# ---- itrx_aib_phy_redn_ctl ----
**itrx_aib_phy_redn_ctl: nets reached from selected ports**

Drawn at 4 px/um.
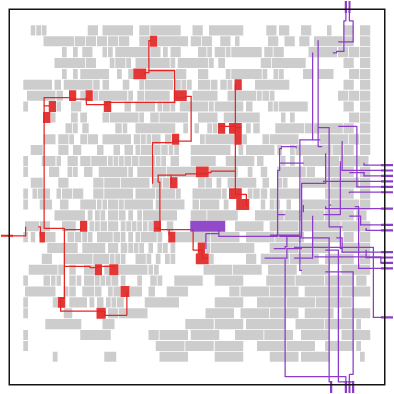
### config.mk
export PLATFORM = sky130hd
export DESIGN_NAME = itrx_aib_phy_redn_ctl
export DESIGN_NICKNAME = d
export VERILOG_FILES = /design/src/rtl/itrx_aib_phy_pkg.sv /design/src/rtl/itrx_aib_phy_redn_map.sv /design/src/rtl/itrx_aib_phy_redn_ctl.sv
export SDC_FILE = /design/constraint.sdc
export NUM_CORES = 1
export LEC_CHECK = 0
export ABC_AREA = 1
export CORE_MARGIN = 3
export CORE_UTILIZATION = 42
export CTS_CLUSTER_DIAMETER = 80
export DETAILED_ROUTE_END_ITERATION = 7
export HOLD_SLACK_MARGIN = 0.05
export PLACE_DENSITY_LB_ADDON = 0.08
export SETUP_SLACK_MARGIN = 0.4
export SLEW_MARGIN = 20
export SYNTH_ARGS = -nofsm -noshare
export SYNTH_HDL_FRONTEND = slang
export SYNTH_SLANG_ARGS = --single-unit
### constraint.sdc
create_clock -name clk -period 2 [get_ports clk]
set_clock_uncertainty 0.15 [all_clocks]
set_input_delay 0.4 -clock clk [delete_from_list [all_inputs] [get_ports clk]]
set_output_delay 0.4 -clock clk [all_outputs]
set_load 0.05 [all_outputs]
### src/rtl/itrx_aib_phy_pkg.sv
// Shared types for the AIB PHY column redundancy/reset sequencer.
// Latency: n/a (types and constant helpers only).
// Backpressure: n/a.
//
// Contents:
//   redn_ctl_state_t : sequencer state encoding
//   SPARE_IDX()      : index of the spare cell in a column of num_io cells
package itrx_aib_phy_pkg;

  typedef enum logic [2:0] {
    ST_IDLE,
    ST_QUIESCE,
    ST_APPLY,
    ST_SETTLE,
    ST_REL_CORE,
    ST_REL_TX,
    ST_REL_RX,
    ST_RUN
  } redn_ctl_state_t;

  // The spare always sits at the top of the column.
  function automatic int SPARE_IDX(input int num_io);
    return num_io - 1;
  endfunction

endpackage

### src/rtl/itrx_aib_phy_redn_map.sv
// Thermometer decode of a repair request into the per-cell engage pattern.
// Latency: combinational.
// Backpressure: none; pure function of its inputs.
//
// Ports:
//   i_bad_en  : 1 = repair i_bad_idx, 0 = no repair (all-zero pattern)
//   i_bad_idx : index of the broken cell
//   o_pat     : engage pattern, bits i_bad_idx..NUM_IO-1 set when enabled
//   o_err     : enabled request naming the spare or an out-of-range cell
module itrx_aib_phy_redn_map
  import itrx_aib_phy_pkg::*;
#(
  parameter int NUM_IO = 20
) (
  input  logic                      i_bad_en,
  input  logic [$clog2(NUM_IO)-1:0] i_bad_idx,
  output logic [NUM_IO-1:0]         o_pat,
  output logic                      o_err
);

  always_comb begin
    o_pat = '0;
    o_err = i_bad_en && (int'(i_bad_idx) >= SPARE_IDX(NUM_IO));
    for (int i = 0; i < NUM_IO; i++) begin
      // Every cell from the broken one upward shifts over by one.
      if (i_bad_en && (i >= int'(i_bad_idx))) begin
        o_pat[i] = 1'b1;
      end
    end
  end

endmodule

### src/rtl/itrx_aib_phy_redn_ctl.sv
// Redundancy and reset sequencer for one column of AIB IO cells.
// Latency: ack 1 cycle after a sampled request; full release 2*SETTLE_CYC+2*STEP_CYC+1 cycles after ack.
// Backpressure: cfg_req is only sampled when no sequence is running; requester holds it until cfg_ack.
//
// Ports:
//   clk, rst            : config clock, synchronous active-high reset
//   cfg_req/ack/err     : repair request handshake, err flags an illegal index
//   cfg_bad_en/idx      : repair target (en=0 clears all repair)
//   busy                : sequence in progress
//   redn_engage, prev_redn_engage, redn_any, spare_mode : per-cell redundancy controls
//   irstb, tx_irstb, rx_irstb : per-cell active-low resets, released core->TX->RX
module itrx_aib_phy_redn_ctl
  import itrx_aib_phy_pkg::*;
#(
  parameter int NUM_IO     = 20,
  parameter int SETTLE_CYC = 8,
  parameter int STEP_CYC   = 4
) (
  input  logic                      clk,
  input  logic                      rst,
  input  logic                      cfg_req,
  input  logic                      cfg_bad_en,
  input  logic [$clog2(NUM_IO)-1:0] cfg_bad_idx,
  output logic                      cfg_ack,
  output logic                      cfg_err,
  output logic                      busy,
  output logic [NUM_IO-1:0]         redn_engage,
  output logic [NUM_IO-1:0]         prev_redn_engage,
  output logic [NUM_IO-1:0]         redn_any,
  output logic [NUM_IO-1:0]         spare_mode,
  output logic [NUM_IO-1:0]         irstb,
  output logic [NUM_IO-1:0]         tx_irstb,
  output logic [NUM_IO-1:0]         rx_irstb
);

  localparam int MAX_CYC = (SETTLE_CYC > STEP_CYC) ? SETTLE_CYC : STEP_CYC;
  localparam int CNT_W   = $clog2(MAX_CYC + 1);

  localparam logic [CNT_W-1:0]  CNT_SETTLE   = CNT_W'(SETTLE_CYC);
  localparam logic [CNT_W-1:0]  CNT_STEP     = CNT_W'(STEP_CYC);
  localparam logic [CNT_W-1:0]  CNT_ONE      = CNT_W'(1);
  localparam logic [NUM_IO-1:0] SPARE_ONEHOT = {1'b1, {(NUM_IO-1){1'b0}}};

  redn_ctl_state_t   r_state, w_state_nxt;
  logic [CNT_W-1:0]  r_cnt, w_cnt_nxt;
  logic [NUM_IO-1:0] r_pat, w_pat_nxt;   // pattern latched at accept
  logic [NUM_IO-1:0] r_eng, w_eng_nxt;   // live engage register
  logic              r_ack, w_ack_nxt;
  logic              r_err, w_err_nxt;
  logic              r_busy, w_busy_nxt;
  logic              r_core_rel, w_core_rel_nxt;
  logic              r_tx_rel, w_tx_rel_nxt;
  logic              r_rx_rel, w_rx_rel_nxt;

  logic [NUM_IO-1:0] w_map_pat;
  logic              w_map_err;
  logic              w_cnt_last;

  itrx_aib_phy_redn_map #(
    .NUM_IO (NUM_IO)
  ) u_map (
    .i_bad_en  (cfg_bad_en),
    .i_bad_idx (cfg_bad_idx),
    .o_pat     (w_map_pat),
    .o_err     (w_map_err)
  );

  assign w_cnt_last = (r_cnt == CNT_ONE);

  always_ff @(posedge clk) begin
    if (rst) begin
      r_state    <= ST_IDLE;
      r_cnt      <= '0;
      r_pat      <= '0;
      r_eng      <= '0;
      r_ack      <= 1'b0;
      r_err      <= 1'b0;
      r_busy     <= 1'b0;
      r_core_rel <= 1'b0;
      r_tx_rel   <= 1'b0;
      r_rx_rel   <= 1'b0;
    end else begin
      r_state    <= w_state_nxt;
      r_cnt      <= w_cnt_nxt;
      r_pat      <= w_pat_nxt;
      r_eng      <= w_eng_nxt;
      r_ack      <= w_ack_nxt;
      r_err      <= w_err_nxt;
      r_busy     <= w_busy_nxt;
      r_core_rel <= w_core_rel_nxt;
      r_tx_rel   <= w_tx_rel_nxt;
      r_rx_rel   <= w_rx_rel_nxt;
    end
  end

  always_comb begin
    w_state_nxt    = r_state;
    w_cnt_nxt      = r_cnt;
    w_pat_nxt      = r_pat;
    w_eng_nxt      = r_eng;
    w_ack_nxt      = 1'b0;
    w_err_nxt      = 1'b0;
    w_busy_nxt     = r_busy;
    w_core_rel_nxt = r_core_rel;
    w_tx_rel_nxt   = r_tx_rel;
    w_rx_rel_nxt   = r_rx_rel;

    case (r_state)
      // REL_RX is the first released cycle: RX is already out of reset and
      // busy is low, so it takes a held request exactly like RUN. That lets a
      // request that waited through the sequence be accepted one cycle after
      // rx_irstb rises.
      ST_IDLE, ST_RUN, ST_REL_RX: begin
        if (r_state == ST_REL_RX) begin
          w_state_nxt = ST_RUN;
        end
        if (cfg_req) begin
          w_ack_nxt = 1'b1;
          if (w_map_err) begin
            w_err_nxt = 1'b1;
          end else begin
            // Latch the target now; the requester may drop its inputs after ack.
            w_state_nxt    = ST_QUIESCE;
            w_cnt_nxt      = CNT_SETTLE;
            w_pat_nxt      = w_map_pat;
            w_busy_nxt     = 1'b1;
            w_core_rel_nxt = 1'b0;
            w_tx_rel_nxt   = 1'b0;
            w_rx_rel_nxt   = 1'b0;
          end
        end
      end

      ST_QUIESCE: begin
        if (w_cnt_last) begin
          // Engage loads on APPLY entry so the new pattern is stable for the
          // whole APPLY cycle and every SETTLE cycle, with resets still held.
          w_state_nxt = ST_APPLY;
          w_cnt_nxt   = CNT_ONE;
          w_eng_nxt   = r_pat;
        end else begin
          w_cnt_nxt = r_cnt - CNT_ONE;
        end
      end

      ST_APPLY: begin
        w_state_nxt = ST_SETTLE;
        w_cnt_nxt   = CNT_SETTLE;
      end

      ST_SETTLE: begin
        if (w_cnt_last) begin
          w_state_nxt    = ST_REL_CORE;
          w_cnt_nxt      = CNT_STEP;
          w_core_rel_nxt = 1'b1;
        end else begin
          w_cnt_nxt = r_cnt - CNT_ONE;
        end
      end

      ST_REL_CORE: begin
        if (w_cnt_last) begin
          w_state_nxt  = ST_REL_TX;
          w_cnt_nxt    = CNT_STEP;
          w_tx_rel_nxt = 1'b1;
        end else begin
          w_cnt_nxt = r_cnt - CNT_ONE;
        end
      end

      ST_REL_TX: begin
        if (w_cnt_last) begin
          w_state_nxt  = ST_REL_RX;
          w_cnt_nxt    = CNT_ONE;
          w_rx_rel_nxt = 1'b1;
          w_busy_nxt   = 1'b0;
        end else begin
          w_cnt_nxt = r_cnt - CNT_ONE;
        end
      end

      default: begin
        w_state_nxt = ST_IDLE;
      end
    endcase
  end

  assign cfg_ack          = r_ack;
  assign cfg_err          = r_err;
  assign busy             = r_busy;
  assign redn_engage      = r_eng;
  assign prev_redn_engage = {r_eng[NUM_IO-2:0], 1'b0};
  assign redn_any         = {NUM_IO{|r_eng}};
  assign spare_mode       = SPARE_ONEHOT;
  assign irstb            = {NUM_IO{r_core_rel}};
  assign tx_irstb         = {NUM_IO{r_tx_rel}};
  assign rx_irstb         = {NUM_IO{r_rx_rel}};

endmodule
==> run_results.csv <==
group,metric,value,unit
synthesis,ys.flop_type,"dfxtp_1",
finish,num-fill-cells,525,
detailed_routing,routed_via_density,4.66,
synthesis,synthCells,444,
timing,fin_crit,2250,ps
hold_path,hold_path.class,"register to register",
timing,fin_ws,-252,ps
synthesis,simple_gate_share,20.9,%
timing,setup_viol,20,
clocking,clock.latency.late_pin,300,ps
timing,max_freq,444,MHz
setup_path,worstPathRequired,1450,ps
run_status,status,"finished, violations left",
global_routing,met1_usage,24.2,%
setup_path,crit_top_cell,"buf_4",
timing,hold_violations,0,
clocking,htree_levels,2,
setup_path,critPathSlowestCell,"dfxtp_4",
run_status,violations,"negative setup slack",
global_routing,grt-ovfl-total,0,
finish,final_area,5190,um^2
About 'nets reached from selected ports' of itrx_aib_phy_redn_ctl:
legend:
  rx_irstb:
    colour: purple
    direction: output
    edge: 14 right, 4 bottom, 2 top
    end_cells: 1
    buffers: 24
    wire: 678 um
  rst:
    colour: red
    direction: input
    edge: left
    end_cells: 28
    buffers: 3
    wire: 306 um

[synthesized netlist by cell type, types with 2 or more instances]
cell type	count	share of area, %
nor3_1	4	0.62
a21oi_1	32	5.0
ha_1	2	0.78
buf_6	3	1.1
buf_4	119	28
o21ai_0	30	4.7
o21ai_1	2	0.31
nor4_1	6	1.2
nand3_1	19	3.0
nand2_1	68	7.9
dfxtp_1	53	33
a31oi_1	3	0.58
conb_1	2	0.23
inv_1	24	2.8
nor2_1	53	6.2
or2_2	2	0.39
clkbuf_1	7	0.82
buf_2	3	0.47

# ---- rx_frame_ctrl ----
**rx_frame_ctrl: selected gate families**

Drawn at 6 px/um.
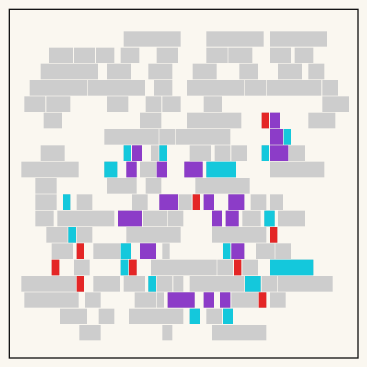
**rx_frame_ctrl: clock network drawn from the DEF**

Drawn at 8 px/um.
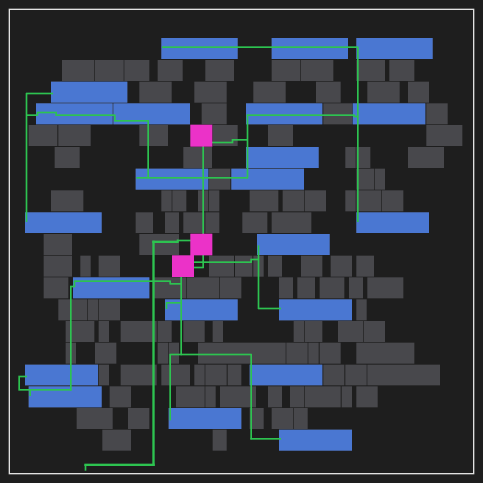
`config.mk`:
```
export PLATFORM = sky130hd
export DESIGN_NAME = rx_frame_ctrl
export DESIGN_NICKNAME = d
export VERILOG_FILES = /design/src/rtl/rx_frame_ctrl.sv
export SDC_FILE = /design/constraint.sdc
export NUM_CORES = 1
export LEC_CHECK = 0
export CORE_UTILIZATION = 35
export CTS_CLUSTER_DIAMETER = 40
export DETAILED_ROUTE_END_ITERATION = 7
export SLEW_MARGIN = 40
export SYNTH_ARGS = -nofsm -noshare
export SYNTH_HDL_FRONTEND = slang
export SYNTH_SLANG_ARGS = --single-unit
```
`constraint.sdc`:
```
create_clock -name clk -period 1.55 [get_ports clk]
set_clock_uncertainty 0.05 [all_clocks]
set_input_delay 0.31 -clock clk [delete_from_list [all_inputs] [get_ports clk]]
set_output_delay 0.31 -clock clk [all_outputs]
set_load 0.005 [all_outputs]
```
`src/rtl/rx_frame_ctrl.sv`:
```
// rx_frame_ctrl: receive-side framing controller for the serial link.
// Detects the start bit, times bit periods, strobes an external LSB-first
// shift register at mid-bit, checks the stop bit and hands the data byte to
// the consumer with ready/read handshake plus framing/overrun flags.
// Optional build macro: RX_START_GLITCH_REJECT_EN re-samples the line at the
// middle of the start bit and abandons the frame if it is high again.
module rx_frame_ctrl #(
   parameter int CLKS_PER_BIT = 10,
   parameter int DATA_BITS    = 8
) (
   input  logic                 clk,
   input  logic                 n_rst,
   input  logic                 serial_in,
   input  logic [DATA_BITS:0]   packet_data,
   output logic                 shift_strobe,
   output logic [DATA_BITS-1:0] rx_data,
   output logic                 data_ready,
   input  logic                 data_read,
   output logic                 framing_error,
   output logic                 overrun_error
);

   localparam int CNT_W = $clog2(CLKS_PER_BIT);
   localparam int BIT_W = $clog2(DATA_BITS + 2);
   localparam logic [CNT_W-1:0] CNT_LAST = CNT_W'(CLKS_PER_BIT - 1);
   localparam logic [CNT_W-1:0] CNT_MID  = CNT_W'(CLKS_PER_BIT / 2 - 1);
   localparam logic [CNT_W-1:0] CNT_ONE  = CNT_W'(1);
   localparam logic [BIT_W-1:0] BIT_ONE  = BIT_W'(1);
   localparam logic [BIT_W-1:0] BIT_STOP = BIT_W'(DATA_BITS + 1);

   typedef enum logic [1:0] {
      IDLE  = 2'd0,
      RECV  = 2'd1,
      CHECK = 2'd2,
      LOAD  = 2'd3
   } state_t;

   state_t           state, state_nxt;
   logic [CNT_W-1:0] clk_cnt, clk_cnt_nxt;
   logic [BIT_W-1:0] bit_cnt, bit_cnt_nxt;
   logic             serial_p1;
   logic             start_edge;
   logic             mid_bit;
   logic             glitch_abort;
   logic             fe_set;
   logic             fe_clr;
   logic             load_en;

   assign start_edge = serial_p1 & ~serial_in;
   assign mid_bit    = (clk_cnt == CNT_MID);

`ifdef RX_START_GLITCH_REJECT_EN
   // A line that is high again half way through the start bit was a glitch.
   assign glitch_abort = (state == RECV) && (bit_cnt == '0) && mid_bit && serial_in;
`else
   assign glitch_abort = 1'b0;
`endif

   // State register, bit timing counters and one-cycle line history
   always_ff @(posedge clk or negedge n_rst) begin
      if (!n_rst) begin
         state     <= IDLE;
         clk_cnt   <= '0;
         bit_cnt   <= '0;
         serial_p1 <= 1'b1;
      end else begin
         state     <= state_nxt;
         clk_cnt   <= clk_cnt_nxt;
         bit_cnt   <= bit_cnt_nxt;
         serial_p1 <= serial_in;
      end
   end

   // Next-state, counter advance, shift strobe and flag/load requests
   always_comb begin
      state_nxt    = state;
      clk_cnt_nxt  = clk_cnt;
      bit_cnt_nxt  = bit_cnt;
      shift_strobe = 1'b0;
      fe_set       = 1'b0;
      fe_clr       = 1'b0;
      load_en      = 1'b0;
      case (state)
         IDLE: begin
            if (start_edge) begin
               state_nxt   = RECV;
               clk_cnt_nxt = '0;
               bit_cnt_nxt = '0;
               fe_clr      = 1'b1;
            end
         end
         RECV: begin
            if (clk_cnt == CNT_LAST) begin
               clk_cnt_nxt = '0;
               bit_cnt_nxt = bit_cnt + BIT_ONE;
            end else begin
               clk_cnt_nxt = clk_cnt + CNT_ONE;
            end
            // Bit 0 is the start bit; it is timed but never shifted in.
            if (mid_bit && (bit_cnt != '0)) begin
               shift_strobe = 1'b1;
               if (bit_cnt == BIT_STOP) begin
                  state_nxt = CHECK;
               end
            end
            if (glitch_abort) begin
               state_nxt   = IDLE;
               clk_cnt_nxt = '0;
               bit_cnt_nxt = '0;
            end
         end
         CHECK: begin
            if (packet_data[DATA_BITS]) begin
               state_nxt = LOAD;
            end else begin
               fe_set    = 1'b1;
               state_nxt = IDLE;
            end
         end
         LOAD: begin
            load_en   = 1'b1;
            state_nxt = IDLE;
         end
         default: state_nxt = IDLE;
      endcase
   end

   // Consumer-side byte buffer, handshake and sticky error flags
   always_ff @(posedge clk or negedge n_rst) begin
      if (!n_rst) begin
         rx_data       <= '1;
         data_ready    <= 1'b0;
         framing_error <= 1'b0;
         overrun_error <= 1'b0;
      end else begin
         if (fe_clr) begin
            framing_error <= 1'b0;
         end else if (fe_set) begin
            framing_error <= 1'b1;
         end
         // A load takes priority over a simultaneous read acknowledge.
         if (load_en) begin
            rx_data    <= packet_data[DATA_BITS-1:0];
            data_ready <= 1'b1;
            if (data_ready && !data_read) begin
               overrun_error <= 1'b1;
            end
         end else if (data_read && data_ready) begin
            data_ready    <= 1'b0;
            overrun_error <= 1'b0;
         end
      end
   end

endmodule

```
==> run_results.csv <==
group,metric,value,unit
run_status,status,"finished, violations left",
run_status,violations,"negative setup slack",
finish,n_all_buffers,45,
synthesis,ys_sh_mux,11.0,%
power,pg_seq,0.971,mW
synthesis,synth.area.top_cells,"dfrtp_1 (30%), dfstp_2 (22%), mux2_2 (8.2%)",
setup_path,worstPathRequired,1190,ps
finish,layout-drive-gt1-share,37.1,%
power,intPower,1.73,mW
synthesis,fp_nets,115,
finish,register_area,562,um^2
floorplanning,chipArea,3350,um^2
floorplanning,initial_core_util,38.3,%
clocking,ctsHoldBuffers,0,
finish,inverters,9,
synthesis,synth-edff-count,0,
finish,nets,163,
clocking,post-cts-setup-buffer-count,6,
floorplanning,nWellTaps,31,
setup_path,max_stage_delay,410,ps
finish,num-fill-cells,259,
timing,fin_ws,-124,ps
synthesis,ys.flop_type,"dfrtp_1",
clocking,cts_sinks,22,
power,power-top-group,"combinational logic",
synthesis,syn_area,1090,um^2
placement,placed_area,1480,um^2
synthesis,synth_compound_gate_area_share,10.5,%
placement,portBuffers,24,
detailed_routing,top_layer,"met4",
synthesis,ys_cells,96,
clocking,clock.latency.late_pin,300,ps
clocking,root_buffer,"clkbuf_4",
finish,reg.largest.list,"rx_data: 8 flops, bit_cnt: 4 flops, clk_cnt: 4 flops",
synthesis,adder_share,6.87,%
global_routing,top_usage_layer,"met2",
global_routing,grt_pass1_wl,3.93,mm
timing,setup_viol,1,
detailed_routing,wl_met1,994,um
About 'selected gate families' of rx_frame_ctrl:
legend:
  NAND gates:
    colour: cyan
    cells: 17
    most_used: nand2_1
  inverters:
    colour: red
    cells: 9
    most_used: inv_1
  inverting AOI/OAI gates:
    colour: purple
    cells: 18
    most_used: o21ai_0

About 'clock network drawn from the DEF' of rx_frame_ctrl:
legend:
  clock wires:
    colour: green
    length: 295 um
  flip-flops:
    colour: blue
    count: 22
  clock drivers:
    colour: magenta
    count: 3
routed clock nets: 4
flops lie: all over the die

==> placed cells by master, fill, tap and decap left out, types with 2 or more instances in the layout <==
cell              n
buf_4            21
dfrtp_1          13
clkdlybuf4s50_1  12
nand2_1           9
dlygate4sd2_1     9
dfstp_2           9
mux2_2            8
inv_1             7
o21ai_0           6
ha_1              5
nand3_1           4
nor2_1            3
o2bb2ai_1         3
mux2i_1           3
clkbuf_4          3
inv_2             2
a31oi_1           2
nor2b_1           2
a21oi_1           2
dlymetal6s2s_1    2

# ---- mmio_uart_tx ----
**mmio_uart_tx: nets reached from selected ports**

Drawn at 2 px/um.
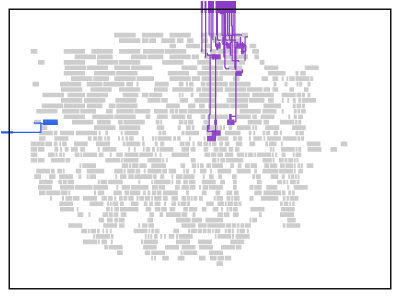
--- config.mk ---
export PLATFORM = sky130hd
export DESIGN_NAME = mmio_uart_tx
export DESIGN_NICKNAME = d
export VERILOG_FILES = /design/src/rtl/mmio_uart_tx_pkg.sv /design/src/rtl/sync_fifo.sv /design/src/rtl/mmio_uart_tx.sv
export SDC_FILE = /design/constraint.sdc
export NUM_CORES = 1
export LEC_CHECK = 0
export CAP_MARGIN = 40
export CORE_ASPECT_RATIO = 0.7
export CORE_MARGIN = 10
export CORE_UTILIZATION = 35
export CTS_CLUSTER_SIZE = 24
export DETAILED_ROUTE_END_ITERATION = 7
export PLACE_DENSITY = 0.6
export SYNTH_ARGS = -nofsm -noshare
export SYNTH_HDL_FRONTEND = slang
export SYNTH_SLANG_ARGS = --single-unit
--- constraint.sdc ---
create_clock -name i_clk -period 3.5 [get_ports i_clk]
set_input_delay 0.35 -clock i_clk [delete_from_list [all_inputs] [get_ports i_clk]]
set_output_delay 0.35 -clock i_clk [all_outputs]
set_load 0.01 [all_outputs]
--- src/rtl/mmio_uart_tx_pkg.sv ---
// Shared definitions for the memory-mapped UART blocks: register offsets,
// STATUS bit positions, FSM state encodings and the default window base.
package mmio_uart_tx_pkg;

  localparam logic [15:0] DEFAULT_BASE_ADDR = 16'h0400;

  localparam logic [1:0] REG_TXDATA = 2'd0;
  localparam logic [1:0] REG_STATUS = 2'd1;
  localparam logic [1:0] REG_DIV    = 2'd2;

  localparam int STAT_EMPTY  = 0;
  localparam int STAT_FULL   = 1;
  localparam int STAT_ACTIVE = 2;
  localparam int STAT_OVF    = 3;
  localparam int STAT_PARITY = 4;

  localparam logic [2:0] ST_IDLE   = 3'd0;
  localparam logic [2:0] ST_START  = 3'd1;
  localparam logic [2:0] ST_DATA   = 3'd2;
  localparam logic [2:0] ST_PARITY = 3'd3;
  localparam logic [2:0] ST_STOP   = 3'd4;

  // A divisor below 2 cannot form a bit period, so it is raised to 2.
  function automatic logic [15:0] clamp_div(input logic [15:0] value);
    return (value < 16'd2) ? 16'd2 : value;
  endfunction

endpackage

--- src/rtl/sync_fifo.sv ---
// Synchronous FIFO with first-word fall-through read data.
// A push into a full FIFO is accepted when a pop happens in the same cycle.
module sync_fifo #(
  parameter int p_WIDTH = 8,
  parameter int p_DEPTH = 8
) (
  input  logic                       clk,
  input  logic                       rst,
  input  logic                       push,
  input  logic [p_WIDTH-1:0]         din,
  input  logic                       pop,
  output logic [p_WIDTH-1:0]         dout,
  output logic                       full,
  output logic                       empty,
  output logic [$clog2(p_DEPTH):0]   count
);

  localparam int AW = $clog2(p_DEPTH);
  localparam logic [AW-1:0] PTR_ONE  = 1;
  localparam logic [AW:0]   CNT_ONE  = 1;
  localparam logic [AW:0]   CNT_FULL = (AW + 1)'(p_DEPTH);

  logic [p_WIDTH-1:0] mem [p_DEPTH];
  logic [AW-1:0]      wr_ptr;
  logic [AW-1:0]      rd_ptr;
  logic               do_push;
  logic               do_pop;

  assign empty   = (count == '0);
  assign full    = (count == CNT_FULL);
  assign do_pop  = pop && !empty;
  assign do_push = push && (!full || do_pop);
  assign dout    = mem[rd_ptr];

  // Storage array; contents need no reset since count gates visibility.
  always_ff @(posedge clk) begin
    if (do_push) mem[wr_ptr] <= din;
  end

  // Pointer and occupancy bookkeeping.
  always_ff @(posedge clk) begin
    if (rst) begin
      wr_ptr <= '0;
      rd_ptr <= '0;
      count  <= '0;
    end else begin
      if (do_push) wr_ptr <= wr_ptr + PTR_ONE;
      if (do_pop)  rd_ptr <= rd_ptr + PTR_ONE;
      case ({do_push, do_pop})
        2'b10:   count <= count + CNT_ONE;
        2'b01:   count <= count - CNT_ONE;
        default: count <= count;
      endcase
    end
  end

endmodule

--- src/rtl/mmio_uart_tx.sv ---
// Memory-mapped 8N1 UART transmitter with a TX FIFO.
// Register window: +0 TXDATA (write pushes a byte), +1 STATUS (write clears
// overflow), +2 DIV (clock cycles per bit).
// Optional macro MMIO_UART_TX_PARITY_EN inserts an even-parity bit.
//
// state  | meaning
// IDLE   | line high, waiting for a byte in the FIFO
// START  | driving the start bit (low)
// DATA   | shifting 8 data bits out LSB first
// PARITY | driving the even-parity bit (optional build)
// STOP   | driving the stop bit (high), then chaining the next byte
module mmio_uart_tx
  import mmio_uart_tx_pkg::*;
#(
  parameter logic [15:0] p_BASE_ADDR  = DEFAULT_BASE_ADDR,
  parameter int          p_FIFO_DEPTH = 8,
  parameter logic [15:0] p_DIV_RESET  = 16'd868
) (
  input  logic        i_clk,
  input  logic        i_rst,
  input  logic [15:0] i_addr,
  input  logic [15:0] i_wr_data,
  input  logic        i_wr_en,
  output logic [15:0] o_rd_data,
  output logic        o_rd_sel,
  output logic        o_tx,
  output logic        o_busy
);

  localparam int CW = $clog2(p_FIFO_DEPTH) + 1;

  logic [15:0]   offset;
  logic [1:0]    offs;
  logic          hit;
  logic          push_req;
  logic          pop;
  logic [7:0]    fifo_dout;
  logic          fifo_full;
  logic          fifo_empty;
  logic [CW-1:0] fifo_count;

  logic [15:0]   div_q;
  logic          ovf;
  logic [15:0]   status_word;
  logic [15:0]   rd_next;

  logic [2:0]    state;
  logic [15:0]   bit_cnt;
  logic [15:0]   cur_div;
  logic [2:0]    bit_idx;
  logic [7:0]    shift;
  logic          tx_q;
  logic          bit_end;
`ifdef MMIO_UART_TX_PARITY_EN
  logic          par;
`endif

  assign offset   = i_addr - p_BASE_ADDR;
  assign offs     = offset[1:0];
  assign hit      = (i_addr >= p_BASE_ADDR) && (offset < 16'd3);
  assign push_req = i_wr_en && hit && (offs == REG_TXDATA);
  assign bit_end  = (bit_cnt == cur_div - 16'd1);

  assign o_tx   = tx_q;
  assign o_busy = !fifo_empty || (state != ST_IDLE);

  sync_fifo #(
    .p_WIDTH (8),
    .p_DEPTH (p_FIFO_DEPTH)
  ) u_fifo (
    .clk   (i_clk),
    .rst   (i_rst),
    .push  (push_req),
    .din   (i_wr_data[7:0]),
    .pop   (pop),
    .dout  (fifo_dout),
    .full  (fifo_full),
    .empty (fifo_empty),
    .count (fifo_count)
  );

  // FIFO pops when idle with data waiting, or at the end of a stop bit.
  always_comb begin
    pop = 1'b0;
    if (!fifo_empty) begin
      if (state == ST_IDLE) pop = 1'b1;
      else if ((state == ST_STOP) && bit_end) pop = 1'b1;
    end
  end

  // STATUS snapshot built from current state, before this cycle's updates.
  always_comb begin
    status_word = '0;
    status_word[STAT_EMPTY]  = fifo_empty;
    status_word[STAT_FULL]   = fifo_full;
    status_word[STAT_ACTIVE] = (state != ST_IDLE);
    status_word[STAT_OVF]    = ovf;
`ifdef MMIO_UART_TX_PARITY_EN
    status_word[STAT_PARITY] = 1'b1;
`else
    status_word[STAT_PARITY] = 1'b0;
`endif
    status_word[15:8] = 8'(fifo_count);
  end

  // Read data mux; TXDATA and non-hit addresses read as zero.
  always_comb begin
    rd_next = '0;
    if (hit) begin
      case (offs)
        REG_STATUS: rd_next = status_word;
        REG_DIV:    rd_next = div_q;
        default:    rd_next = '0;
      endcase
    end
  end

  // Register file writes and sticky overflow tracking.
  always_ff @(posedge i_clk) begin
    if (i_rst) begin
      div_q <= p_DIV_RESET;
      ovf   <= 1'b0;
    end else begin
      if (i_wr_en && hit && (offs == REG_DIV)) div_q <= clamp_div(i_wr_data);
      if (i_wr_en && hit && (offs == REG_STATUS)) ovf <= 1'b0;
      else if (push_req && fifo_full && !pop) ovf <= 1'b1;
    end
  end

  // Registered read port, one cycle of latency like data RAM.
  always_ff @(posedge i_clk) begin
    if (i_rst) begin
      o_rd_data <= '0;
      o_rd_sel  <= 1'b0;
    end else begin
      o_rd_data <= rd_next;
      o_rd_sel  <= hit;
    end
  end

  // Transmit FSM; the bit period is latched at each bit boundary so a DIV
  // write never stretches or truncates the bit in flight.
  always_ff @(posedge i_clk) begin
    if (i_rst) begin
      state   <= ST_IDLE;
      tx_q    <= 1'b1;
      bit_cnt <= '0;
      cur_div <= p_DIV_RESET;
      bit_idx <= '0;
      shift   <= '0;
`ifdef MMIO_UART_TX_PARITY_EN
      par     <= 1'b0;
`endif
    end else begin
      case (state)
        ST_IDLE: begin
          if (!fifo_empty) begin
            shift   <= fifo_dout;
`ifdef MMIO_UART_TX_PARITY_EN
            par     <= ^fifo_dout;
`endif
            cur_div <= div_q;
            bit_cnt <= '0;
            tx_q    <= 1'b0;
            state   <= ST_START;
          end
        end
        ST_START: begin
          if (bit_end) begin
            tx_q    <= shift[0];
            shift   <= {1'b0, shift[7:1]};
            bit_idx <= '0;
            bit_cnt <= '0;
            cur_div <= div_q;
            state   <= ST_DATA;
          end else begin
            bit_cnt <= bit_cnt + 16'd1;
          end
        end
        ST_DATA: begin
          if (bit_end) begin
            bit_cnt <= '0;
            cur_div <= div_q;
            if (bit_idx == 3'd7) begin
`ifdef MMIO_UART_TX_PARITY_EN
              tx_q  <= par;
              state <= ST_PARITY;
`else
              tx_q  <= 1'b1;
              state <= ST_STOP;
`endif
            end else begin
              tx_q    <= shift[0];
              shift   <= {1'b0, shift[7:1]};
              bit_idx <= bit_idx + 3'd1;
            end
          end else begin
            bit_cnt <= bit_cnt + 16'd1;
          end
        end
`ifdef MMIO_UART_TX_PARITY_EN
        ST_PARITY: begin
          if (bit_end) begin
            bit_cnt <= '0;
            cur_div <= div_q;
            tx_q    <= 1'b1;
            state   <= ST_STOP;
          end else begin
            bit_cnt <= bit_cnt + 16'd1;
          end
        end
`endif
        ST_STOP: begin
          if (bit_end) begin
            bit_cnt <= '0;
            cur_div <= div_q;
            if (!fifo_empty) begin
              shift <= fifo_dout;
`ifdef MMIO_UART_TX_PARITY_EN
              par   <= ^fifo_dout;
`endif
              tx_q  <= 1'b0;
              state <= ST_START;
            end else begin
              state <= ST_IDLE;
            end
          end else begin
            bit_cnt <= bit_cnt + 16'd1;
          end
        end
        default: begin
          state <= ST_IDLE;
          tx_q  <= 1'b1;
        end
      endcase
    end
  end

endmodule

==> run_results.csv <==
group,metric,value,unit
placement,gp_congestion,0.944,
placement,portBuffers,53,
placement,place_inst,979,
timing,fin_crit,3440,ps
finish,seq_share,42.5,%
synthesis,synthTopLogicFamily,"simple AND/OR/NAND/NOR gates",
finish,inverters,16,
timing,rsz0062_at_grt,"yes",
power,p_switching,1.67,mW
setup_path,criticalPathCategory,"register to register",
setup_path,r2r-end,"u_fifo.count[3]$_SDFFE_PP0P_",
power,peakVddDrop,0.000355,V
finish,nets,780,
finish,largest_register,"u_fifo.mem",
detailed_routing,vias,5361,
hold_path,hp-start,"i_rst",
synthesis,synth-edff-count,64,
run_status,status,"completed",
timing,max_freq,290,MHz
detailed_routing,top_layer,"met4",
setup_path,crit_path_max_fanout,9,
About 'nets reached from selected ports' of mmio_uart_tx:
legend:
  o_rd_sel:
    colour: blue
    direction: output
    edge: left
    end_cells: 1
    buffers: 1
    wire: 31.4 um
  i_addr:
    colour: purple
    direction: input
    edge: top
    end_cells: 14
    buffers: 16
    wire: 522 um

==> critical path: stages, from the launching register on <==
cell and delay (ps):
dfxtp_2 350, buf_6 140, nor3_1 70, buf_4 160, and3_1 180, or4_4 540
nor3_2 190, nand4_1 150, o21ai_2 200, and2_4 190, nand2_4 50, inv_4 60
ha_4 180, a21o_1 160, a21oi_2 180, nand3b_1 140, o32ai_2 80, o211ai_1 210
o41ai_2 110

# ---- sliding_window_frame_controller ----
**sliding_window_frame_controller: clock network drawn from the DEF**

Drawn at 8 px/um.
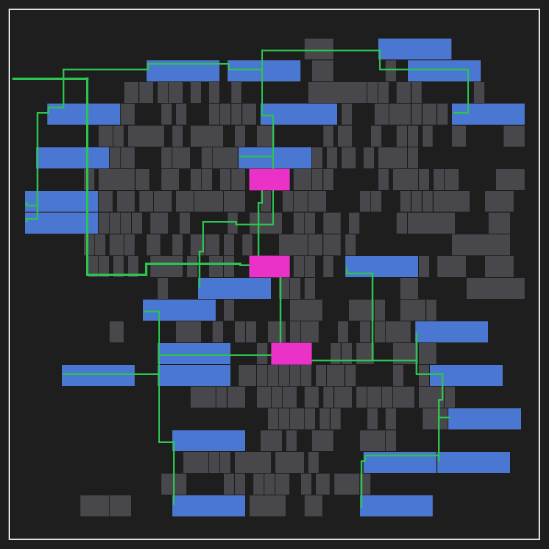
$ cat config.mk
export PLATFORM = sky130hd
export DESIGN_NAME = sliding_window_frame_controller
export DESIGN_NICKNAME = d
export VERILOG_FILES = /design/src/rtl/sliding_window_pkg.sv /design/src/rtl/frame_position_counter.sv /design/src/rtl/sliding_window_frame_controller.sv
export SDC_FILE = /design/constraint.sdc
export NUM_CORES = 1
export LEC_CHECK = 0
export ABC_AREA = 1
export CAP_MARGIN = 15
export CORE_MARGIN = 1.5
export CORE_UTILIZATION = 45
export CTS_CLUSTER_DIAMETER = 120
export DETAILED_ROUTE_END_ITERATION = 6
export PLACE_DENSITY = 0.69
export SLEW_MARGIN = 20
export SYNTH_ARGS = -nofsm -noshare
export SYNTH_HDL_FRONTEND = slang
export SYNTH_SLANG_ARGS = --single-unit
$ cat constraint.sdc
create_clock -name clock_i -period 2.4 [get_ports clock_i]
set_input_delay 0.24 -clock clock_i [delete_from_list [all_inputs] [get_ports clock_i]]
set_output_delay 0.24 -clock clock_i [all_outputs]
set_load 0.1 [all_outputs]
$ cat src/rtl/sliding_window_pkg.sv
// ============================================================================
// Module      : sliding_window_pkg
// Description : Shared types and sizing helpers for sliding_window and its
//               frame controller (frame state encoding, row/col widths).
// Revision    : 1.0 - initial release
// ============================================================================
`default_nettype none

package sliding_window_pkg;

  // Frame sequencing states of the controller
  typedef enum logic [1:0] {
    IDLE   = 2'd0,
    ARM    = 2'd1,
    STREAM = 2'd2,
    RESYNC = 2'd3
  } frame_state_e;

  // Bits needed to index 0..extent-1; never returns zero so a 1-wide
  // dimension still gets a real (constant-zero) counter bit.
  function automatic int unsigned pos_bits(input int unsigned extent);
    return (extent > 1) ? $clog2(extent) : 1;
  endfunction

endpackage

`default_nettype wire

$ cat src/rtl/frame_position_counter.sv
// ============================================================================
// Module      : frame_position_counter
// Description : Raster row/column counter for one HEIGHT x WIDTH frame.
//               Flags the first (0,0) and last (HEIGHT-1,WIDTH-1) pixels.
// Revision    : 1.0 - initial release
// ============================================================================
`default_nettype none

module frame_position_counter
  import sliding_window_pkg::*;
#(
  parameter int HEIGHT = 600,
  parameter int WIDTH  = 800,
  localparam int ROW_W = pos_bits(HEIGHT),
  localparam int COL_W = pos_bits(WIDTH)
) (
  input  logic             clock_i,
  input  logic             reset_ni,
  input  logic             clear_i,
  input  logic             advance_i,
  output logic [ROW_W-1:0] row_o,
  output logic [COL_W-1:0] col_o,
  output logic             first_o,
  output logic             last_o
);

  localparam logic [ROW_W-1:0] ROW_LAST = ROW_W'(HEIGHT - 1);
  localparam logic [COL_W-1:0] COL_LAST = COL_W'(WIDTH - 1);

  logic [ROW_W-1:0] row;
  logic [COL_W-1:0] col;

  // Raster advance: column wraps into the next row, last pixel wraps to (0,0)
  always_ff @(posedge clock_i or negedge reset_ni) begin
    if (!reset_ni) begin
      row <= '0;
      col <= '0;
    end else if (clear_i) begin
      row <= '0;
      col <= '0;
    end else if (advance_i) begin
      if (col == COL_LAST) begin
        col <= '0;
        row <= (row == ROW_LAST) ? '0 : row + 1'b1;
      end else begin
        col <= col + 1'b1;
      end
    end
  end

  assign row_o   = row;
  assign col_o   = col;
  assign first_o = (row == '0) && (col == '0);
  assign last_o  = (row == ROW_LAST) && (col == COL_LAST);

endmodule

`default_nettype wire

$ cat src/rtl/sliding_window_frame_controller.sv
// ============================================================================
// Module      : sliding_window_frame_controller
// Description : Frame sequencer in front of sliding_window. Checks SOF/EOF
//               framing against HEIGHT x WIDTH, forwards aligned beats with a
//               regenerated tlast, holds the window in reset between frames
//               and drops misaligned data until the next SOF.
//               Optional build macro SLIDING_WINDOW_FRAME_STATS_EN adds
//               frame_count_o / error_count_o statistics outputs.
// Revision    : 1.0 - initial release
// ============================================================================
`default_nettype none

module sliding_window_frame_controller
  import sliding_window_pkg::*;
#(
  parameter int DATA_WIDTH = 8,
  parameter int HEIGHT     = 600,
  parameter int WIDTH      = 800
) (
  input  logic                  clock_i,
  input  logic                  reset_ni,
  input  logic                  enable_i,
  input  logic                  slave_tvalid_i,
  output logic                  slave_tready_o,
  input  logic [DATA_WIDTH-1:0] slave_tdata_i,
  input  logic                  slave_tuser_i,
  input  logic                  slave_tlast_i,
  output logic                  master_tvalid_o,
  input  logic                  master_tready_i,
  output logic [DATA_WIDTH-1:0] master_tdata_o,
  output logic                  master_tlast_o,
  output logic                  window_reset_o,
  output logic                  frame_done_o,
  output logic                  error_o
`ifdef SLIDING_WINDOW_FRAME_STATS_EN
  ,
  output logic [31:0]           frame_count_o,
  output logic [15:0]           error_count_o
`endif
);

  localparam int ROW_W = pos_bits(HEIGHT);
  localparam int COL_W = pos_bits(WIDTH);

  frame_state_e     state;
  logic [ROW_W-1:0] row;
  logic [COL_W-1:0] col;
  logic             first;
  logic             last;
  logic             in_stream;
  logic             err_now;
  logic             take;
  logic             good_beat;
  logic             bad_beat;
  logic             unused_pos;

  frame_position_counter #(
    .HEIGHT (HEIGHT),
    .WIDTH  (WIDTH)
  ) u_pos (
    .clock_i   (clock_i),
    .reset_ni  (reset_ni),
    .clear_i   (state == ARM),
    .advance_i (good_beat),
    .row_o     (row),
    .col_o     (col),
    .first_o   (first),
    .last_o    (last)
  );

  // Raw coordinates are only needed through the first/last flags here
  assign unused_pos = ^{row, col};

  assign in_stream = (state == STREAM);

  // Framing flags must match the position exactly: SOF only at (0,0), EOF only at the end
  assign err_now   = (first != slave_tuser_i) || (slave_tlast_i != last);

  // A beat the downstream could accept this cycle; error beats are never forwarded
  assign take      = in_stream && slave_tvalid_i && master_tready_i;
  assign good_beat = take && !err_now;
  assign bad_beat  = take && err_now;

  // Upstream ready: a misplaced SOF is held back so it can restart the next frame
  always_comb begin
    slave_tready_o = 1'b0;
    case (state)
      STREAM:  slave_tready_o = master_tready_i && !(err_now && slave_tuser_i);
      RESYNC:  slave_tready_o = !slave_tuser_i;
      default: slave_tready_o = 1'b0;
    endcase
  end

  assign master_tvalid_o = in_stream && slave_tvalid_i && !err_now;
  assign master_tdata_o  = slave_tdata_i;
  assign master_tlast_o  = in_stream && last;

  // Frame sequencer with registered window reset, done pulse and sticky error
  always_ff @(posedge clock_i or negedge reset_ni) begin
    if (!reset_ni) begin
      state          <= IDLE;
      window_reset_o <= 1'b1;
      frame_done_o   <= 1'b0;
      error_o        <= 1'b0;
    end else begin
      frame_done_o <= good_beat && last;

      if (!enable_i) begin
        error_o <= 1'b0;
      end else if (bad_beat) begin
        error_o <= 1'b1;
      end

      case (state)
        IDLE: begin
          if (enable_i) begin
            state          <= ARM;
            window_reset_o <= 1'b1;
          end
        end
        ARM: begin
          state          <= STREAM;
          window_reset_o <= 1'b0;
        end
        STREAM: begin
          if (good_beat && last) begin
            state          <= enable_i ? ARM : IDLE;
            window_reset_o <= 1'b1;
          end else if (bad_beat) begin
            if (slave_tuser_i) begin
              state          <= ARM;
              window_reset_o <= 1'b1;
            end else begin
              state          <= RESYNC;
              window_reset_o <= 1'b0;
            end
          end
        end
        RESYNC: begin
          if (!enable_i) begin
            state          <= IDLE;
            window_reset_o <= 1'b1;
          end else if (slave_tvalid_i && slave_tuser_i) begin
            state          <= ARM;
            window_reset_o <= 1'b1;
          end
        end
        default: begin
          state          <= IDLE;
          window_reset_o <= 1'b1;
        end
      endcase
    end
  end

`ifdef SLIDING_WINDOW_FRAME_STATS_EN
  // Completed-frame and framing-error event counters; error count saturates
  always_ff @(posedge clock_i or negedge reset_ni) begin
    if (!reset_ni) begin
      frame_count_o <= '0;
      error_count_o <= '0;
    end else begin
      if (good_beat && last) begin
        frame_count_o <= frame_count_o + 32'd1;
      end
      if (bad_beat && (error_count_o != 16'hFFFF)) begin
        error_count_o <= error_count_o + 16'd1;
      end
    end
  end
`endif

endmodule

`default_nettype wire

==> run_results.csv <==
group,metric,value,unit
run_status,status,"completed",
setup_path,criticalPathCategory,"register to output pin",
timing,fin_skew,1.56,ps
detailed_routing,drc,0,
hold_path,hold_path.class,"input port to async pin",
clocking,cts.clk_slew.worst_paths,90,ps
setup_path,crit_start,"u_pos.col_o[0]$_DFFE_PN0P_",
global_routing,grt_use_met2,29.4,%
floorplanning,fp.dieW,66.1,um
global_routing,grt_usage,17.8,%
finish,comb_cells,173,
finish,buffer_area_share,8.01,%
synthesis,fp_nets,266,
power,p_comb_share,52.8,%
detailed_routing,wl,3.53,mm
clocking,cts_sinks,25,
placement,placed_area,1910,um^2
power,powerDensity,935,nW/um^2
synthesis,ys_sh_mux,0,%
flow_run,warnings,29,
power,leakage,0.928,nW
synthesis,yosysSeqAreaShare,35.0,%
global_routing,grt_pass1_wl,6.00,mm
synthesis,top_cell_area_share,33.5,%
detailed_routing,routedWlPerCell,11.7,um
power,peakVddDrop,0.000431,V
finish,n_clock_buffer,4,
power,pg_comb,0.972,mW
synthesis,simple_gate_share,36.1,%
synthesis,synth_compound_gate_area_share,11.0,%
detailed_routing,top_layer,"met4",
setup_path,reg2reg_depth,13,
global_routing,grt_max_degree,26,
synthesis,numSynthFlops,25,
setup_path,worstSetupStartpointType,"register",
synthesis,synth-edff-count,0,
## Picture notes: 'clock network drawn from the DEF' of sliding_window_frame_controller
legend:
  clock wires:
    colour: green
    length: 340 um
  flip-flops:
    colour: blue
    count: 25
  clock drivers:
    colour: magenta
    count: 3
flops lie: all over the die

## critical path, cell delays in order (launching register included)
cell	delay (ps)
dfrtp_1	400
inv_1	100
ha_1	140
inv_1	40
nor2_1	70
nand2_1	50
nor2_1	160
nand4_1	100
nand2_1	140
nand2_2	110
o22ai_2	180
buf_12	200
## sequential cells by signal, indices dropped and copies added, names as in the netlist
| register | flops |
|---|---|
| u_pos.col_o | 10 |
| u_pos.row_o | 10 |
| state | 2 |
| error_o | 1 |
| frame_done_o | 1 |
| window_reset_o | 1 |
## what timing repair did
action / CTS / global route
setup endpoints to repair: 0 / 2
resized: 0 / 2
buffers inserted: 0 / 1

# ---- block_update_ctrl ----
==> src/rtl/block_update_ctrl_pkg.sv <==
// rtl/block_update_ctrl_pkg.sv - shared tile codes, geometry defaults and FSM types
package block_update_ctrl_pkg;

  localparam int TILE_PX  = 40;
  localparam int ROWS_VIS = 12;

  localparam logic [5:0] T_B  = 6'd0;
  localparam logic [5:0] T_D  = 6'd3;
  localparam logic [5:0] T_J  = 6'd9;
  localparam logic [5:0] T_GY = 6'd28;
  localparam logic [5:0] T_DY = 6'd34;

  typedef enum logic [1:0] {
    S_IDLE = 2'd0,
    S_RD   = 2'd1,
    S_EVAL = 2'd2,
    S_WR   = 2'd3
  } state_t;

  typedef enum logic {
    SRC_BODY = 1'b0,
    SRC_HEAD = 1'b1
  } src_t;

endpackage

==> src/rtl/block_rule.sv <==
// rtl/block_rule.sv - combinational tile rewrite rule for head bumps and body touches
import block_update_ctrl_pkg::*;

module block_rule #(
  parameter int TILE = TILE_PX
) (
  input  logic [5:0] tile,
  input  src_t       source,
  input  logic [9:0] sub,
  input  logic       dir,
  output logic [5:0] new_tile,
  output logic       write,
  output logic       point,
  output logic       bump
);

  localparam logic [9:0] HALF = 10'(TILE / 2);

  logic facing;

  // Head hits only count on the half of the tile the player faces; GY ignores facing and source
  always_comb begin
    facing   = (sub < HALF) ? ~dir : dir;
    new_tile = tile;
    write    = 1'b0;
    point    = 1'b0;
    bump     = 1'b0;
    if (tile == T_GY) begin
      new_tile = T_B;
      write    = 1'b1;
      point    = 1'b1;
    end else if (source == SRC_HEAD && facing) begin
      if (tile == T_D) begin
        new_tile = T_DY;
        write    = 1'b1;
        point    = 1'b1;
        bump     = 1'b1;
      end else if (tile == T_J) begin
        new_tile = T_B;
        write    = 1'b1;
        bump     = 1'b1;
      end
    end
  end

endmodule

==> src/rtl/block_update_ctrl.sv <==
// rtl/block_update_ctrl.sv - arbitrates head/body map requests, rewrites tiles, drives bump animation
import block_update_ctrl_pkg::*;

module block_update_ctrl #(
  parameter int TILE = TILE_PX,
  parameter int ROWS = ROWS_VIS
) (
  input  logic       clk,
  input  logic       rst,
  input  logic       head_req,
  input  logic [9:0] head_xpos,
  input  logic [8:0] head_ypos,
  input  logic       head_dir,
  output logic       head_ack,
  input  logic       body_req,
  input  logic [9:0] body_xpos,
  input  logic [8:0] body_ypos,
  output logic       body_ack,
  output logic [8:0] map_addr,
  input  logic [5:0] map_rdata,
  output logic [5:0] map_wdata,
  output logic       map_we,
  input  logic       frame_tick,
  output logic       new_point,
  output logic       bump_active,
  output logic [8:0] bump_addr,
  output logic [2:0] bump_offset,
  output logic       busy
);

  localparam logic [9:0] Y_LIMIT = 10'(ROWS * TILE);

  state_t     state, state_nxt;
  src_t       lat_src;
  logic [9:0] lat_x;
  logic [8:0] lat_y;
  logic       lat_dir;
  logic       lat_oor;
  logic [3:0] cnt;

  logic       req_any;
  logic [8:0] in_y;
  logic       in_oor;
  logic [4:0] col;
  logic [3:0] row;
  logic [9:0] sub;
  logic       ack_cycle;

  logic [5:0] rule_tile;
  logic       rule_write;
  logic       rule_point;
  logic       rule_bump;

  assign req_any  = head_req | body_req;
  assign in_y     = head_req ? head_ypos : body_ypos;
  assign in_oor   = {1'b0, in_y} >= Y_LIMIT;

  assign col      = 5'(lat_x / 10'(TILE));
  assign row      = 4'(lat_y / 9'(TILE));
  assign sub      = lat_x % 10'(TILE);
  assign map_addr = {row, col};

  assign busy      = (state != S_IDLE);
  assign ack_cycle = (state == S_RD) || (state == S_WR && lat_oor);
  assign head_ack  = ack_cycle && (lat_src == SRC_HEAD);
  assign body_ack  = ack_cycle && (lat_src == SRC_BODY);

  assign bump_offset = cnt[3] ? ~cnt[2:0] : cnt[2:0];

  block_rule #(.TILE(TILE)) u_rule (
    .tile     (map_rdata),
    .source   (lat_src),
    .sub      (sub),
    .dir      (lat_dir),
    .new_tile (rule_tile),
    .write    (rule_write),
    .point    (rule_point),
    .bump     (rule_bump)
  );

  // State register
  always_ff @(posedge clk or posedge rst) begin
    if (rst) state <= S_IDLE;
    else     state <= state_nxt;
  end

  // Next state: off-screen requests jump straight to WR so the ack still gets its one cycle
  always_comb begin
    state_nxt = state;
    case (state)
      S_IDLE:  if (req_any) state_nxt = in_oor ? S_WR : S_RD;
      S_RD:    state_nxt = S_EVAL;
      S_EVAL:  state_nxt = S_WR;
      S_WR:    state_nxt = S_IDLE;
      default: state_nxt = S_IDLE;
    endcase
  end

  // Latch the winning request at acceptance; head has priority
  always_ff @(posedge clk or posedge rst) begin
    if (rst) begin
      lat_src <= SRC_BODY;
      lat_x   <= '0;
      lat_y   <= '0;
      lat_dir <= 1'b0;
      lat_oor <= 1'b0;
    end else if (state == S_IDLE && req_any) begin
      lat_src <= head_req ? SRC_HEAD : SRC_BODY;
      lat_x   <= head_req ? head_xpos : body_xpos;
      lat_y   <= in_y;
      lat_dir <= head_req & head_dir;
      lat_oor <= in_oor;
    end
  end

  // Register the rule result in EVAL so the write and score pulse land together in WR
  always_ff @(posedge clk or posedge rst) begin
    if (rst) begin
      map_we    <= 1'b0;
      new_point <= 1'b0;
      map_wdata <= '0;
    end else begin
      map_we    <= (state == S_EVAL) && rule_write;
      new_point <= (state == S_EVAL) && rule_point;
      if (state == S_EVAL) map_wdata <= rule_tile;
    end
  end

  // Bump animation: restart on any head D/J rewrite, step once per frame, stop after 16 frames
  always_ff @(posedge clk or posedge rst) begin
    if (rst) begin
      bump_active <= 1'b0;
      bump_addr   <= '0;
      cnt         <= '0;
    end else if (state == S_EVAL && rule_bump) begin
      bump_active <= 1'b1;
      bump_addr   <= map_addr;
      cnt         <= '0;
    end else if (bump_active && frame_tick) begin
      cnt <= cnt + 4'd1;
      if (cnt == 4'd15) bump_active <= 1'b0;
    end
  end

endmodule

==> config.mk <==
export PLATFORM = sky130hd
export DESIGN_NAME = block_update_ctrl
export DESIGN_NICKNAME = d
export VERILOG_FILES = /design/src/rtl/block_update_ctrl_pkg.sv /design/src/rtl/block_rule.sv /design/src/rtl/block_update_ctrl.sv
export SDC_FILE = /design/constraint.sdc
export NUM_CORES = 1
export LEC_CHECK = 0
export CAP_MARGIN = 10
export CORE_MARGIN = 2
export CORE_UTILIZATION = 43
export DETAILED_ROUTE_END_ITERATION = 7
export PLACE_DENSITY = 0.76
export SKIP_CTS_REPAIR_TIMING = 1
export SLEW_MARGIN = 15
export SYNTH_ARGS = -nofsm -noshare
export SYNTH_HDL_FRONTEND = slang
export SYNTH_SLANG_ARGS = --single-unit
==> constraint.sdc <==
create_clock -name clk -period 2.82 [get_ports clk]
set_input_delay 0.564 -clock clk [delete_from_list [all_inputs] [get_ports clk]]
set_output_delay 0.564 -clock clk [all_outputs]
set_load 0.01 [all_outputs]
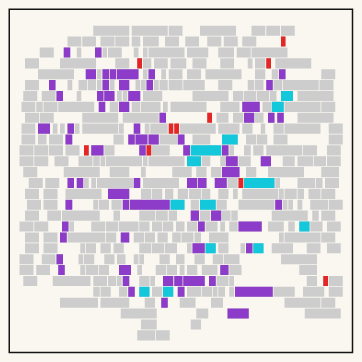
**Above:** block_update_ctrl (selected gate families).
Drawn at 4 px/um.
legend:
  AND-OR and OR-AND gates:
    colour: cyan
    cells: 13
    most_used: o21a_1
  inverters:
    colour: red
    cells: 10
    most_used: inv_1
  inverting AOI/OAI gates:
    colour: purple
    cells: 73
    most_used: o21ai_0

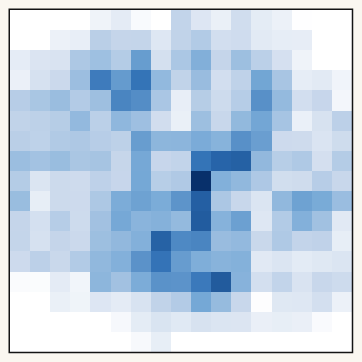
**Above:** block_update_ctrl (wire density map).
Drawn at 4 px/um. The die is cut into 17 by 17 equal tiles; white is low, dark blue is high, scaled to the fullest tile. Values are wire area over tile area, all layers added.
nearly empty tiles: 13%
tiles over half the peak: 13%
densest ninth of the die: middle
mean over tiles: 0.16
fullest tile: 0.57

area by class of cell:
cell class / instances / area [um^2] / area share [%]
clock inverter: 2 / 13.8 / 0.331
clock buffer: 6 / 82.6 / 1.99
timing repair buffer: 122 / 1120 / 27.0
inverter: 10 / 37.5 / 0.903
tap: 77 / 96.3 / 2.32
multi-input combinational: 244 / 1780 / 42.7
sequential: 41 / 1030 / 24.8
sequential cells by signal, indices dropped and copies added (netlist names):
name	count
bump_addr	9
lat_x	8
lat_y	6
map_wdata	6
cnt	4
state	2
bump_active	1
lat_dir	1
lat_oor	1
lat_src	1
map_we	1
new_point	1
==> run_results.csv <==
group,metric,value,unit
run_status,status,"finished, violations left",
run_status,violations,"negative setup slack",
clocking,numCtsBuffers,5,
setup_path,worst-path-buf-inv,1,
placement,gp_congestion,0.889,
synthesis,numSynthFlops,41,
synthesis,adder_share,2.99,%
detailed_routing,wl_met1,3.28,mm
power,leakage,1.84,nW
finish,final_util,65.1,%
power,powerDensity,1070,nW/um^2
power,clockPowerShare,9.1,%
setup_path,crit_path_max_fanout,6,
timing,hold_violations,0,
power,p_total,4.46,mW
synthesis,yosysChipArea,2850,um^2
finish,layout.cells.non_filler,502,
setup_path,rr_startpoint,"lat_x[5]$_DFFE_PP0P_",
hold_path,hold_end,"lat_oor$_DFFE_PP0P_",
timing,fin_ws,-3.17,ps
power,pg_seq,1.14,mW
timing,setup-tns-final,-4.03,ps
placement,post-dp-hpwl,5.18,mm
global_routing,met1_usage,26.8,%
power,swShare,42.0,%
setup_path,worstSetupStartpointType,"register",
setup_path,critPathSlowestCell,"dfrtp_2",
timing,setup_viol,2,
setup_path,cp_top_family,"AND-OR/OR-AND gates",
timing,hold_slack,488,ps
finish,n_antenna_cell,0,
detailed_routing,routed_via_density,5.45,
global_routing,grt_pass1_vias,2573,
detailed_routing,drc,0,
synthesis,yosysSeqAreaShare,36.0,%
global_routing,grt_use_met2,31.9,%
clocking,cts_buffer_depth,2,
clocking,cts.clk_slew.worst_paths,80,ps
detailed_routing,vias,2737,
synthesis,yosysWarnings,0,


==> screenshots <==
Congestion heat map.
(a)
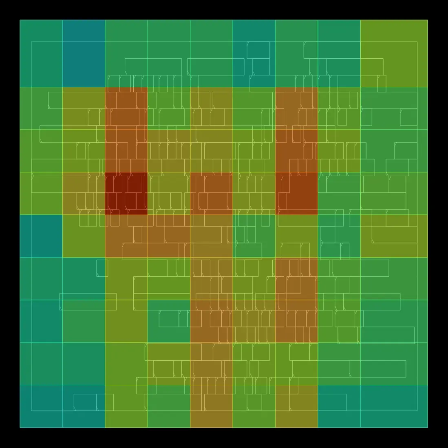
(b)
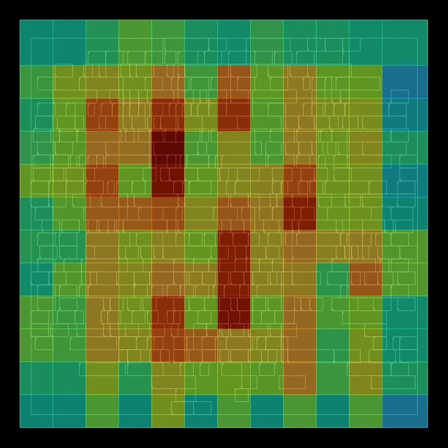
(c)
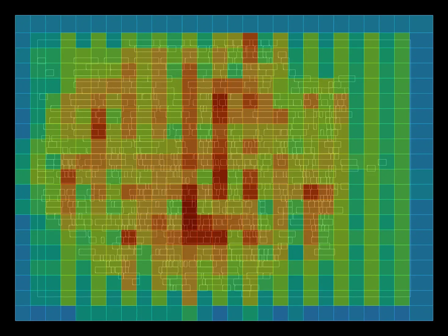
(d)
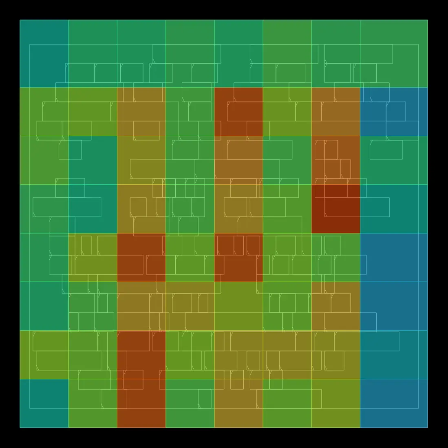
(e)
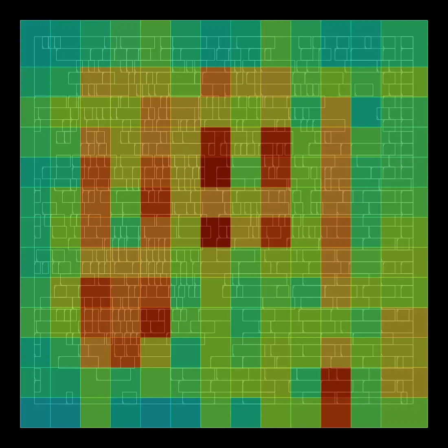
(e) comes from itrx_aib_phy_redn_ctl.
(c) comes from mmio_uart_tx.
(d) comes from rx_frame_ctrl.
(b) comes from block_update_ctrl.
(a) comes from sliding_window_frame_controller.
Of these, lowest utilization: (c)
Of these, most wire per cell: (c)

Power and IR drop assume default switching activity.
